# design 1

===== config.mk =====
export PLATFORM = sky130hd
export DESIGN_NAME = mem_stage
export DESIGN_NICKNAME = d
export VERILOG_FILES = /design/src/rtl/mips_pipe_pkg.sv /design/src/rtl/mem_watchdog.sv /design/src/rtl/mem_stage.sv
export SDC_FILE = /design/constraint.sdc
export NUM_CORES = 1
export LEC_CHECK = 0
export ABC_AREA = 1
export CAP_MARGIN = 20
export CORE_AREA = 4 4 148 121
export CTS_CLUSTER_SIZE = 20
export DETAILED_ROUTE_END_ITERATION = 7
export DIE_AREA = 0 0 152 125
export GPL_ROUTABILITY_DRIVEN = 0
export PLACE_DENSITY = 0.73
export SLEW_MARGIN = 5
export SYNTH_ARGS = -nofsm -noshare
export SYNTH_HDL_FRONTEND = slang
export SYNTH_SLANG_ARGS = --single-unit

===== constraint.sdc =====
create_clock -name clk -period 7.8 [get_ports clk]
set_clock_uncertainty 0.1 [all_clocks]
set_input_delay 1.56 -clock clk [delete_from_list [all_inputs] [get_ports clk]]
set_output_delay 1.56 -clock clk [all_outputs]
set_load 0.02 [all_outputs]

===== src/rtl/mips_pipe_pkg.sv =====
// Types and widths shared by the MIPS pipeline stages.
// The memory-stage state encoding lives here so neighbouring stages and debug logic agree on it.
package mips_pipe_pkg;

    localparam int unsigned DATA_W = 32;
    localparam int unsigned REG_W  = 5;

    typedef enum logic {
        MEM_IDLE   = 1'b0,
        MEM_ACCESS = 1'b1
    } mem_state_e;

endpackage


===== src/rtl/mem_watchdog.sv =====
// Access watchdog: counts cycles while enabled and flags the last allowed cycle.
// The count holds once the flag is raised, so it can never wrap.
module mem_watchdog #(
    parameter int unsigned TIMEOUT = 255
) (
    input  logic clk,
    input  logic rst,
    input  logic clr,
    input  logic en,
    output logic expired
);

    localparam int unsigned CW = $clog2(TIMEOUT + 1);
    localparam logic [CW-1:0] LAST = CW'(TIMEOUT - 1);

    logic [CW-1:0] cnt_q, cnt_d;

    assign expired = (cnt_q == LAST);

    always_comb begin
        cnt_d = cnt_q;
        if (clr) begin
            cnt_d = '0;
        end else if (en && !expired) begin
            cnt_d = cnt_q + CW'(1);
        end
    end

    always_ff @(posedge clk or posedge rst) begin
        if (rst) begin
            cnt_q <= '0;
        end else begin
            cnt_q <= cnt_d;
        end
    end

endmodule


===== src/rtl/mem_stage.sv =====
// MIPS memory stage: EXE/MEM register, data-memory request/ack handshake with timeout,
// and the registered MEM/WB word presented to write-back.
module mem_stage
    import mips_pipe_pkg::*;
#(
    parameter int unsigned TIMEOUT = 255
) (
    input  logic              clk,
    input  logic              rst,
    input  logic              evalid,
    input  logic              wregin,
    input  logic              m2regin,
    input  logic              wmemin,
    input  logic [REG_W-1:0]  RdRtin,
    input  logic [DATA_W-1:0] qbin,
    input  logic [DATA_W-1:0] aluin,
    output logic              stall,
    output logic              dmem_req,
    output logic              dmem_we,
    output logic [DATA_W-1:0] dmem_addr,
    output logic [DATA_W-1:0] dmem_wdata,
    input  logic              dmem_ack,
    input  logic [DATA_W-1:0] dmem_rdata,
    output logic              mvalid,
    output logic              mwreg,
    output logic              mm2reg,
    output logic [REG_W-1:0]  mRdRt,
    output logic [DATA_W-1:0] malu,
    output logic [DATA_W-1:0] mmo,
    output logic              merr
);

    mem_state_e        state_q;
    logic              req_q, we_q;
    logic [DATA_W-1:0] addr_q, wdata_q;
    logic              wreg_q;
    logic [REG_W-1:0]  rd_q;
    logic              mvalid_q, mwreg_q, mm2reg_q, merr_q;
    logic [REG_W-1:0]  mrd_q;
    logic [DATA_W-1:0] malu_q, mmo_q;
    logic              wd_expired;

    mem_watchdog #(
        .TIMEOUT(TIMEOUT)
    ) u_watchdog (
        .clk    (clk),
        .rst    (rst),
        .clr    (state_q == MEM_IDLE),
        .en     ((state_q == MEM_ACCESS) && !dmem_ack),
        .expired(wd_expired)
    );

    assign stall      = (state_q == MEM_ACCESS);
    assign dmem_req   = req_q;
    assign dmem_we    = we_q;
    assign dmem_addr  = addr_q;
    assign dmem_wdata = wdata_q;
    assign mvalid     = mvalid_q;
    assign mwreg      = mwreg_q;
    assign mm2reg     = mm2reg_q;
    assign mRdRt      = mrd_q;
    assign malu       = malu_q;
    assign mmo        = mmo_q;
    assign merr       = merr_q;

    // The access address doubles as the captured ALU result; a store wins when both
    // m2regin and wmemin are set, so a load is simply "access with we_q low".
    always_ff @(posedge clk or posedge rst) begin
        if (rst) begin
            state_q  <= MEM_IDLE;
            req_q    <= 1'b0;
            we_q     <= 1'b0;
            addr_q   <= '0;
            wdata_q  <= '0;
            wreg_q   <= 1'b0;
            rd_q     <= '0;
            mvalid_q <= 1'b0;
            mwreg_q  <= 1'b0;
            mm2reg_q <= 1'b0;
            merr_q   <= 1'b0;
            mrd_q    <= '0;
            malu_q   <= '0;
            mmo_q    <= '0;
        end else begin
            mvalid_q <= 1'b0;
            case (state_q)
                MEM_IDLE: begin
                    if (evalid) begin
                        if (!m2regin && !wmemin) begin
                            mvalid_q <= 1'b1;
                            mwreg_q  <= wregin;
                            mm2reg_q <= 1'b0;
                            mrd_q    <= RdRtin;
                            malu_q   <= aluin;
                            mmo_q    <= '0;
                            merr_q   <= 1'b0;
                        end else if (aluin[1:0] != 2'b00) begin
                            mvalid_q <= 1'b1;
                            mwreg_q  <= 1'b0;
                            mm2reg_q <= 1'b0;
                            mrd_q    <= RdRtin;
                            malu_q   <= aluin;
                            mmo_q    <= '0;
                            merr_q   <= 1'b1;
                        end else begin
                            state_q <= MEM_ACCESS;
                            req_q   <= 1'b1;
                            we_q    <= wmemin;
                            addr_q  <= aluin;
                            wdata_q <= qbin;
                            wreg_q  <= wregin;
                            rd_q    <= RdRtin;
                        end
                    end
                end
                MEM_ACCESS: begin
                    if (dmem_ack) begin
                        state_q  <= MEM_IDLE;
                        req_q    <= 1'b0;
                        mvalid_q <= 1'b1;
                        mwreg_q  <= wreg_q;
                        mm2reg_q <= !we_q;
                        mrd_q    <= rd_q;
                        malu_q   <= addr_q;
                        mmo_q    <= we_q ? '0 : dmem_rdata;
                        merr_q   <= 1'b0;
                    end else if (wd_expired) begin
                        state_q  <= MEM_IDLE;
                        req_q    <= 1'b0;
                        mvalid_q <= 1'b1;
                        mwreg_q  <= 1'b0;
                        mm2reg_q <= 1'b0;
                        mrd_q    <= rd_q;
                        malu_q   <= addr_q;
                        mmo_q    <= '0;
                        merr_q   <= 1'b1;
                    end
                end
                default: state_q <= MEM_IDLE;
            endcase
        end
    end

endmodule


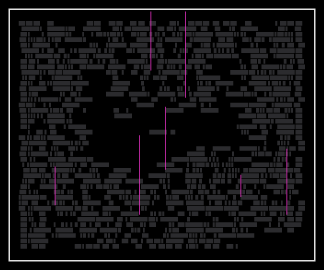
**Above:** design 1 (the metal 4 layer).
Drawn at 2 px/um. Cells faint in the background.
5 nets have wire on it. The wires run mostly vertical. The layer carries 205 um of wire. The layer holds 1.2% of the routed length. The longest straight run is 42.8 um.
wirelength, routed: 17.1 mm
via count: 5370

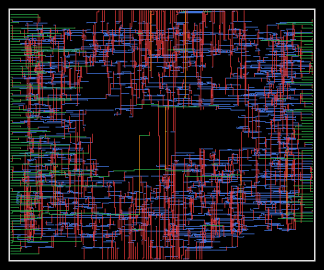
**Above:** design 1 (routed metal, one colour a layer).
Drawn at 2 px/um.
Key: orange = metal 4 [wire length 205 um]; blue = metal 1 [wire length 7750 um]; red = metal 2 [wire length 7280 um]; green = metal 3 [wire length 1860 um]
gr usage total: 18.1%
wire per inst: 14.4 um

==> impl_metrics.env <==
# source this file to load flow results
export IMPL_cp_slowest_cell="buf_4"
export IMPL_n_clock_buffer=18
export IMPL_mux_area_share_pct=0.464
export IMPL_status="finished clean"
export IMPL_floorplan_tapcells=220
export IMPL_cts_resized=0
export IMPL_drt_iter0_markers=346
export IMPL_synthXorXnorAreaFrac_pct=0.406
export IMPL_drv_cap=0
export IMPL_vias_per_cell=4.52
export IMPL_power_frac_comb_pct=26.6
export IMPL_core_area_um2=16400
export IMPL_ff_type="dfrtp_1"
export IMPL_rr_worst_depth=8
export IMPL_top_layer="met4"
export IMPL_worstMarginPinSlew_ns=1.03
export IMPL_final_util_pct=58.5
export IMPL_period_used_pct=47.0
export IMPL_path_depth=10
export IMPL_maxSlewHeadroom_pct=31.1
export IMPL_fp_dieW_um=152
export IMPL_report_final_hold_viol_count=0
export IMPL_min_delay_start="mm2reg"
export IMPL_grt_pass1_vias=5242
export IMPL_fmaxAchievable_mhz=273
export IMPL_portBuffers=247
export IMPL_clock_area_share_pct=5.84
export IMPL_cp_end_kind="flop"
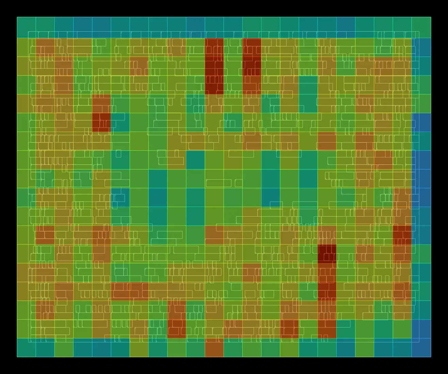
**Above:** design 1 (track usage over the die).
met2 usage: 26.5%
global route hottest layer: met2
met1 track utilization from global routing: 23.9%
routing usage on met3: 9.53%


# design 2

**Design 2: sequential cells grouped by signal name**

Drawn at 6 px/um.
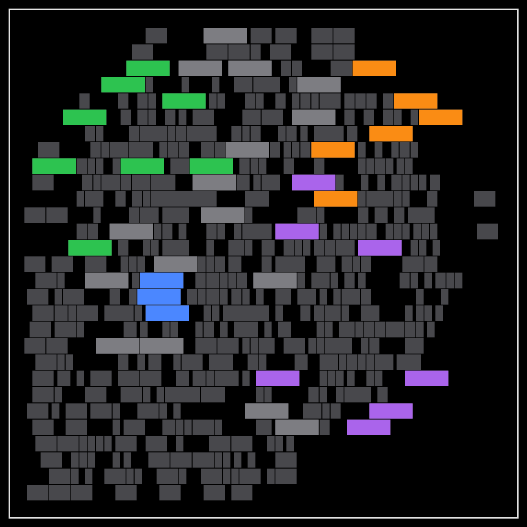
**Design 2: close-up of the layout**

Region (53, 11) to (73, 31) um. Cells in grey, sequential cells in the stronger grey; small squares are vias.
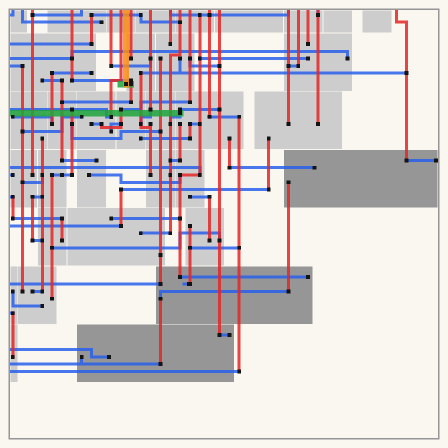
**Design 2: routed metal, one colour a layer**

Drawn at 4 px/um.
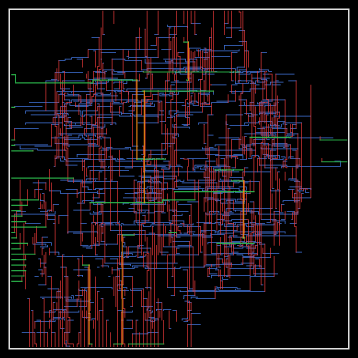
`src/rtl/fptd_ctrl_pkg.sv`:
```
// Shared types for the FPTD section-array control path.
// No logic; states, half-iteration phase and the replay counter width.
// Consumers import fptd_ctrl_pkg::*.
package fptd_ctrl_pkg;

  typedef enum logic [2:0] {
    ST_IDLE,
    ST_LOAD,
    ST_RUN,
    ST_DRAIN,
    ST_RECOVER,
    ST_DONE
  } state_t;

  typedef enum logic {
    PH_ODD  = 1'b0,
    PH_EVEN = 1'b1
  } phase_t;

  localparam int REPLAY_W = 8;

  function automatic logic [REPLAY_W-1:0] sat_inc(input logic [REPLAY_W-1:0] v);
    return (&v) ? v : v + 1'b1;
  endfunction

endpackage

```
`src/rtl/razor_err_collector.sv`:
```
// OR-collects Alpha/Beta/be1 Razor error flags of every section into one flag.
// Latency: purely combinational.
// Backpressure: none; the flag is consumed by the caller in the same cycle.
module razor_err_collector #(
  parameter int NUM_SECTIONS = 8
) (
  input  logic [2*NUM_SECTIONS-1:0] err_alpha,
  input  logic [2*NUM_SECTIONS-1:0] err_beta,
  input  logic [2*NUM_SECTIONS-1:0] err_be1,
  output logic                      err_any
);

  assign err_any = |{err_alpha, err_beta, err_be1};

endmodule

```
`src/rtl/fptd_razor_scheduler.sv`:
```
// Odd/even half-iteration sequencer that squashes, stalls and replays Razor-flagged halves.
// Latency: Start@0, Load@1, halves @2..2N+1, Done@2N+3 without errors.
// Backpressure: Start ignored while Busy; each detected error costs a squash plus STALL_CYCLES.
module fptd_razor_scheduler
  import fptd_ctrl_pkg::*;
#(
  parameter int NUM_SECTIONS = 8,
  parameter int ITER_W       = 6,
  parameter int STALL_CYCLES = 1,
  parameter int MAX_REPLAY   = 4
) (
  input  logic                      Clock,
  input  logic                      Reset,
  input  logic                      Start,
  input  logic [ITER_W-1:0]         NumIter,
  input  logic [2*NUM_SECTIONS-1:0] Err_alpha,
  input  logic [2*NUM_SECTIONS-1:0] Err_beta,
  input  logic [2*NUM_SECTIONS-1:0] Err_be1,
  output logic                      Load,
  output logic                      Enable_odd,
  output logic                      Enable_even,
  output logic                      Busy,
  output logic                      Done,
  output logic                      Fail,
  output logic [ITER_W-1:0]         IterCount,
  output logic [REPLAY_W-1:0]       ReplayCount
);

  localparam int HW = ITER_W + 1;
  localparam int SW = (STALL_CYCLES > 1) ? $clog2(STALL_CYCLES) : 1;
  localparam int CW = $clog2(MAX_REPLAY + 1);

  state_t              state_q, state_nxt;
  phase_t              phase_nxt;
  logic [HW-1:0]       half_q, half_nxt;
  logic [ITER_W-1:0]   num_iter_q;
  logic [ITER_W-1:0]   iter_q, iter_nxt;
  logic [REPLAY_W-1:0] replay_q, replay_nxt;
  logic [CW-1:0]       consec_q, consec_nxt;
  logic [SW-1:0]       stall_q, stall_nxt;
  logic                fail_q, fail_nxt;
  logic                issued_q;
  logic                load_q, busy_q, done_q, en_odd_q, en_even_q;
  logic                err_any, squash, err_hit, last_half;

  razor_err_collector #(
    .NUM_SECTIONS(NUM_SECTIONS)
  ) u_err (
    .err_alpha (Err_alpha),
    .err_beta  (Err_beta),
    .err_be1   (Err_be1),
    .err_any   (err_any)
  );

  // A flag only matters when a half actually went out on the previous cycle.
  assign squash    = (state_q == ST_RUN) && issued_q && err_any;
  assign last_half = (half_q == ({num_iter_q, 1'b0} - HW'(1)));

  always_comb begin
    state_nxt  = state_q;
    half_nxt   = half_q;
    iter_nxt   = iter_q;
    replay_nxt = replay_q;
    consec_nxt = consec_q;
    stall_nxt  = stall_q;
    fail_nxt   = fail_q;
    err_hit    = 1'b0;

    case (state_q)
      ST_IDLE: begin
        if (Start) begin
          state_nxt  = ST_LOAD;
          half_nxt   = '0;
          iter_nxt   = '0;
          replay_nxt = '0;
          consec_nxt = '0;
          fail_nxt   = 1'b0;
        end
      end
      ST_LOAD: begin
        half_nxt  = '0;
        state_nxt = (num_iter_q == '0) ? ST_DONE : ST_RUN;
      end
      ST_RUN: begin
        if (squash) begin
          err_hit  = 1'b1;
          half_nxt = half_q - HW'(1);
        end else begin
          if (issued_q) begin
            consec_nxt = '0;
            // Even index in flight means the committed half had odd index: an even half.
            if (!half_q[0]) iter_nxt = iter_q + ITER_W'(1);
          end
          if (last_half) state_nxt = ST_DRAIN;
          else           half_nxt  = half_q + HW'(1);
        end
      end
      ST_DRAIN: begin
        if (err_any) begin
          err_hit = 1'b1;
        end else begin
          consec_nxt = '0;
          iter_nxt   = iter_q + ITER_W'(1);
          state_nxt  = ST_DONE;
        end
      end
      ST_RECOVER: begin
        if (stall_q == SW'(STALL_CYCLES - 1)) state_nxt = ST_RUN;
        else                                  stall_nxt = stall_q + SW'(1);
      end
      ST_DONE: state_nxt = ST_IDLE;
      default: state_nxt = ST_IDLE;
    endcase

    if (err_hit) begin
      replay_nxt = sat_inc(replay_q);
      consec_nxt = consec_q + CW'(1);
      stall_nxt  = '0;
      if (consec_nxt == CW'(MAX_REPLAY)) begin
        state_nxt = ST_DONE;
        fail_nxt  = 1'b1;
      end else begin
        state_nxt = ST_RECOVER;
      end
    end
  end

  assign phase_nxt = phase_t'(half_nxt[0]);

  always_ff @(posedge Clock) begin
    if (Reset) begin
      state_q    <= ST_IDLE;
      half_q     <= '0;
      num_iter_q <= '0;
      iter_q     <= '0;
      replay_q   <= '0;
      consec_q   <= '0;
      stall_q    <= '0;
      fail_q     <= 1'b0;
      issued_q   <= 1'b0;
      load_q     <= 1'b0;
      busy_q     <= 1'b0;
      done_q     <= 1'b0;
      en_odd_q   <= 1'b0;
      en_even_q  <= 1'b0;
    end else begin
      state_q    <= state_nxt;
      half_q     <= half_nxt;
      iter_q     <= iter_nxt;
      replay_q   <= replay_nxt;
      consec_q   <= consec_nxt;
      stall_q    <= stall_nxt;
      fail_q     <= fail_nxt;
      if (state_q == ST_IDLE && Start) num_iter_q <= NumIter;
      issued_q   <= (state_q == ST_RUN) && !squash;
      load_q     <= (state_nxt == ST_LOAD);
      busy_q     <= (state_nxt != ST_IDLE);
      done_q     <= (state_nxt == ST_DONE);
      en_odd_q   <= (state_nxt == ST_RUN) && (phase_nxt == PH_ODD);
      en_even_q  <= (state_nxt == ST_RUN) && (phase_nxt == PH_EVEN);
    end
  end

  assign Load        = load_q;
  assign Enable_odd  = en_odd_q & ~squash;
  assign Enable_even = en_even_q & ~squash;
  assign Busy        = busy_q;
  assign Done        = done_q;
  assign Fail        = fail_q;
  assign IterCount   = iter_q;
  assign ReplayCount = replay_q;

endmodule
```
`config.mk`:
```
export PLATFORM = sky130hd
export DESIGN_NAME = fptd_razor_scheduler
export DESIGN_NICKNAME = d
export VERILOG_FILES = /design/src/rtl/fptd_ctrl_pkg.sv /design/src/rtl/razor_err_collector.sv /design/src/rtl/fptd_razor_scheduler.sv
export SDC_FILE = /design/constraint.sdc
export NUM_CORES = 1
export LEC_CHECK = 0
export ABC_AREA = 1
export CAP_MARGIN = 20
export CORE_MARGIN = 2
export CORE_UTILIZATION = 39
export CTS_BUF_LIST = sky130_fd_sc_hd__clkbuf_4 sky130_fd_sc_hd__clkbuf_8
export DETAILED_ROUTE_END_ITERATION = 6
export PLACE_DENSITY = 0.77
export SYNTH_ARGS = -nofsm -noshare
export SYNTH_HDL_FRONTEND = slang
export SYNTH_SLANG_ARGS = --single-unit
```
`constraint.sdc`:
```
create_clock -name Clock -period 2.66 [get_ports Clock]
set_input_delay 0.266 -clock Clock [delete_from_list [all_inputs] [get_ports Clock]]
set_output_delay 0.266 -clock Clock [all_outputs]
set_load 0.005 [all_outputs]
```
==> impl_metrics.env <==
# source this file to load flow results
export IMPL_maxSlewHeadroom_pct=54.5
export IMPL_hold_class="reg -> reg"
export IMPL_worstMarginPinSlew_ns=0.681
export IMPL_clock_latency_ns=0.30
export IMPL_nets=523
export IMPL_placed_cells=528
export IMPL_vias_per_cell=4.91
export IMPL_n_fill_cell=634
export IMPL_num_vias=2631
export IMPL_cts_resized=0
export IMPL_cts_root_buffer_cell="clkbuf_8"
export IMPL_ys_sh_aoi_pct=12.9
export IMPL_finalSetupTns_ns=0
export IMPL_nNonClkInverters=43
export IMPL_setup_ws_ns=0.334
export IMPL_finalCriticalPeriod_ns=2.33
export IMPL_p_leak_nw=1.45
export IMPL_fp_dieW_um=84.5
export IMPL_status="finished clean"
export IMPL_min_to="Fail"
export IMPL_grt_pass1_vias=2564
export IMPL_power_density_nw_per_um2=608
export IMPL_holdBufCountCts=0
export IMPL_crit_fanout=10
About 'sequential cells grouped by signal name' of design 2:
Key: orange = num_iter_q [sequential cells 6, where top right]; purple = half_q [sequential cells 7]; blue = state_q [sequential cells 3]; green = ReplayCount [sequential cells 8, where top left]

About 'close-up of the layout' of design 2:
Key: green = metal 3; blue = metal 1; red = metal 2; orange = metal 4
Netlist names of flops here include half_q (3). 23 logic cells have their middle in the window. Sequential cells in the window: 3. Most frequent: nand2_1 (5), nor2_1 (4), dfxtp_1 (3).

About 'routed metal, one colour a layer' of design 2:
Key: blue = metal 1 [wire length 2580 um]; orange = metal 4 [wire length 118 um]; green = metal 3 [wire length 270 um]; red = metal 2 [wire length 3250 um]
gr usage total: 18.0%
wire per inst: 11.6 um


# design 3

**Design 3: clock distribution**

Drawn at 2 px/um.
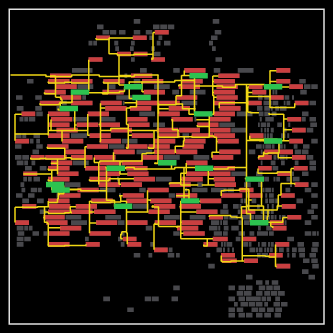
**Design 3: the metal 4 layer**

Drawn at 2 px/um. Cells faint in the background.
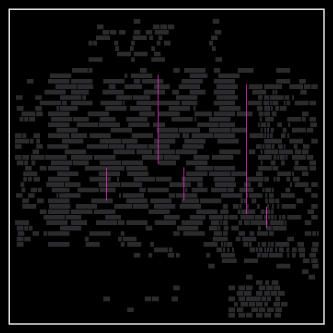
<file path="src/rtl/enclave_cmd_queue.sv">
// Wishbone command FIFO and issue sequencer for the enclave compute core.
// Define ENCLAVE_CMDQ_IRQ_EN to build the completion interrupt.
module enclave_cmd_queue #(
   parameter int          ADDR_WIDTH  = 10,
   parameter int          CMD_DEPTH   = 4,
   parameter logic [31:0] OPCODE_ADDR = 32'h3000_0000,
   parameter logic [31:0] STATUS_ADDR = 32'h3000_0004
) (
   input  logic                  wb_clk_i,
   input  logic                  wb_rst_i,
   input  logic                  wbs_stb_i,
   input  logic                  wbs_cyc_i,
   input  logic                  wbs_we_i,
   input  logic [3:0]            wbs_sel_i,
   input  logic [31:0]           wbs_adr_i,
   input  logic [31:0]           wbs_dat_i,
   output logic                  wbs_ack_o,
   output logic [31:0]           wbs_dat_o,
   output logic                  cmd_valid_o,
   input  logic                  cmd_ready_i,
   output logic [1:0]            cmd_op_o,
   output logic [ADDR_WIDTH-1:0] cmd_src1_o,
   output logic [ADDR_WIDTH-1:0] cmd_src2_o,
   output logic [ADDR_WIDTH-1:0] cmd_dst_o,
   input  logic                  core_done_i,
   output logic                  busy_o,
   output logic                  irq_o
);

   localparam int PW = $clog2(CMD_DEPTH);
   localparam logic [PW-1:0] PTR_ONE = 1;
   localparam logic [PW:0]   CNT_ONE = 1;
   localparam logic [PW:0]   CNT_MAX = CMD_DEPTH;

   typedef enum logic [1:0] {
      IDLE,
      ISSUE,
      WAIT
   } state_t;

   state_t state, state_n;

   logic [31:0]   mem [CMD_DEPTH];
   logic [PW-1:0] rd_ptr, wr_ptr;
   logic [PW:0]   count;
   logic          full, empty;
   logic [31:0]   head;

   logic          sel_op, sel_st, req;
   logic          push_req, push_ok, st_wr;
   logic          pop, done_acc, ovf_set;
   logic          overflow;
   logic [7:0]    done_count;
   logic [31:0]   status, rd_data;

   assign full  = (count == CNT_MAX);
   assign empty = (count == '0);
   assign head  = mem[rd_ptr];

   assign sel_op   = (wbs_adr_i == OPCODE_ADDR);
   assign sel_st   = (wbs_adr_i == STATUS_ADDR);
   assign req      = wbs_stb_i & wbs_cyc_i & (sel_op | sel_st) & ~wbs_ack_o;
   assign push_req = req & wbs_we_i & sel_op & (wbs_sel_i == 4'b1111);
   assign st_wr    = req & wbs_we_i & sel_st;

   // a same-cycle pop frees the slot, so a full FIFO can still accept
   assign push_ok = push_req & (~full | pop);
   assign ovf_set = push_req & full & ~pop;

   assign status = {16'h0, done_count, 4'(count),
                    overflow, busy_o, empty, full};

   // read mux for the two decoded addresses
   always_comb begin
      rd_data = '0;
      unique case (1'b1)
         sel_op:  rd_data = empty ? '0 : head;
         sel_st:  rd_data = status;
         default: rd_data = '0;
      endcase
   end

   // single-cycle ack; read data only travels alongside a read ack
   always_ff @(posedge wb_clk_i) begin
      if (wb_rst_i) begin
         wbs_ack_o <= 1'b0;
         wbs_dat_o <= '0;
      end else begin
         wbs_ack_o <= req;
         wbs_dat_o <= (req & ~wbs_we_i) ? rd_data : '0;
      end
   end

   // command storage, no reset needed since count guards every read
   always_ff @(posedge wb_clk_i) begin
      if (push_ok)
         mem[wr_ptr] <= wbs_dat_i;
   end

   // circular pointers and occupancy
   always_ff @(posedge wb_clk_i) begin
      if (wb_rst_i) begin
         rd_ptr <= '0;
         wr_ptr <= '0;
         count  <= '0;
      end else begin
         if (push_ok)
            wr_ptr <= wr_ptr + PTR_ONE;
         if (pop)
            rd_ptr <= rd_ptr + PTR_ONE;
         if (push_ok & ~pop)
            count <= count + CNT_ONE;
         else if (pop & ~push_ok)
            count <= count - CNT_ONE;
      end
   end

   // issue sequencing: drop NOPs, hand others to the core, await done
   always_comb begin
      state_n  = state;
      pop      = 1'b0;
      done_acc = 1'b0;
      unique case (state)
         IDLE: begin
            if (!empty) begin
               if (head[1:0] == 2'b00)
                  pop = 1'b1;
               else
                  state_n = ISSUE;
            end
         end
         ISSUE: begin
            if (cmd_valid_o & cmd_ready_i) begin
               pop     = 1'b1;
               state_n = WAIT;
            end
         end
         WAIT: begin
            if (core_done_i) begin
               done_acc = 1'b1;
               state_n  = IDLE;
            end
         end
         default: state_n = IDLE;
      endcase
   end

   // state register
   always_ff @(posedge wb_clk_i) begin
      if (wb_rst_i)
         state <= IDLE;
      else
         state <= state_n;
   end

   // registered handshake and busy flags; valid drops on the accepting edge
   always_ff @(posedge wb_clk_i) begin
      if (wb_rst_i) begin
         cmd_valid_o <= 1'b0;
         busy_o      <= 1'b0;
      end else begin
         cmd_valid_o <= (state == ISSUE) & ~(cmd_valid_o & cmd_ready_i);
         busy_o      <= (state != IDLE);
      end
   end

   assign cmd_op_o   = cmd_valid_o ? head[1:0] : '0;
   assign cmd_src1_o = cmd_valid_o ? head[2 +: ADDR_WIDTH] : '0;
   assign cmd_src2_o = cmd_valid_o ? head[2+ADDR_WIDTH +: ADDR_WIDTH] : '0;
   assign cmd_dst_o  = cmd_valid_o ? head[2+2*ADDR_WIDTH +: ADDR_WIDTH] : '0;

   // sticky overflow and completion counter, both cleared by a status write
   always_ff @(posedge wb_clk_i) begin
      if (wb_rst_i) begin
         overflow   <= 1'b0;
         done_count <= '0;
      end else if (st_wr) begin
         overflow   <= 1'b0;
         done_count <= '0;
      end else begin
         if (ovf_set)
            overflow <= 1'b1;
         if (done_acc)
            done_count <= done_count + 8'd1;
      end
   end

`ifdef ENCLAVE_CMDQ_IRQ_EN
   // one-cycle interrupt following each accepted completion
   always_ff @(posedge wb_clk_i) begin
      if (wb_rst_i)
         irq_o <= 1'b0;
      else
         irq_o <= done_acc;
   end
`else
   assign irq_o = 1'b0;
`endif

endmodule
</file>
<file path="config.mk">
export PLATFORM = sky130hd
export DESIGN_NAME = enclave_cmd_queue
export DESIGN_NICKNAME = d
export VERILOG_FILES = /design/src/rtl/enclave_cmd_queue.sv
export SDC_FILE = /design/constraint.sdc
export NUM_CORES = 1
export LEC_CHECK = 0
export CORE_MARGIN = 2
export CORE_UTILIZATION = 30
export CTS_CLUSTER_SIZE = 16
export DETAILED_ROUTE_END_ITERATION = 8
export PLACE_DENSITY = 0.62
export SLEW_MARGIN = 10
export SYNTH_ARGS = -nofsm -noshare
export SYNTH_HDL_FRONTEND = slang
export SYNTH_SLANG_ARGS = --single-unit
</file>
<file path="constraint.sdc">
create_clock -name wb_clk_i -period 9.3 [get_ports wb_clk_i]
set_input_delay 2.325 -clock wb_clk_i [delete_from_list [all_inputs] [get_ports wb_clk_i]]
set_output_delay 2.325 -clock wb_clk_i [all_outputs]
set_load 0.03 [all_outputs]
</file>
==> impl_metrics.env <==
# source this file to load flow results
export IMPL_p_int_mw=1.24
export IMPL_cts_htree_levels=4
export IMPL_grt_util_met1_pct=16.1
export IMPL_setup_viol=0
export IMPL_ys_area_um2=6990
export IMPL_dp_hpwl_mm=10.6
export IMPL_n_antenna_cell=0
export IMPL_num_multi_input_gates=217
export IMPL_synthXorXnorAreaFrac_pct=1.38
export IMPL_antenna_found_initial=0
export IMPL_top_area_share_pct=55.0
export IMPL_drv_cap=0
export IMPL_grt_util_met2_pct=22.7
export IMPL_post_cts_buffers=0
export IMPL_io_pins=143
export IMPL_power_mw=1.54
export IMPL_comb_power_mw=0.0436
export IMPL_worstMarginPinSlew_ns=0.908
export IMPL_cts_resized=0
export IMPL_wire_per_inst_um=17.6
export IMPL_top_logic_kind="simple AND/OR/NAND/NOR gates"
export IMPL_cp_end_kind="flop"
export IMPL_hold_class="reg -> reg"
export IMPL_synthTopCellsByArea="edfxtp_1, dfxtp_1, mux4_2"
export IMPL_netSwitchingFraction_pct=19.9
export IMPL_async_reset_ff_share_pct=0
export IMPL_setup_ws_ns=4.22
export IMPL_ys_sh_aoi_pct=2.68
export IMPL_critPathKind="in -> reg"
export IMPL_pwr_share_clk_pct=40.9
export IMPL_p_switching_mw=0.308
export IMPL_top_cells_by_count="edfxtp_1, dfxtp_1, and2_1, nor2_1, mux4_2"
export IMPL_top_usage_layer="met2"
export IMPL_synth_seq_share_pct=70.7
export IMPL_clk_pin_slew_ns=0.06
export IMPL_status="finished clean"
export IMPL_clock_sinks=183
export IMPL_nNonClkInverters=5
export IMPL_layout_cells_most_common_list="clkdlybuf4s50_1, edfxtp_1, dfxtp_1"
export IMPL_worstPathRequired_ns=9.65
export IMPL_drt_pre_antenna_iters=4
export IMPL_synth_area_um2=6990
export IMPL_min_delay_start="rd_ptr[1]"
About 'clock distribution' of design 3:
Key: red = flip-flops [count 183]; green = clock drivers [count 17]; yellow = clock wires [length 2110 um]
There are 18 routed clock nets.

About 'the metal 4 layer' of design 3:
3 nets have wire on it. The layer carries 152 um of wire. The longest straight run is 64.6 um. The layer holds 0.97% of the routed length.


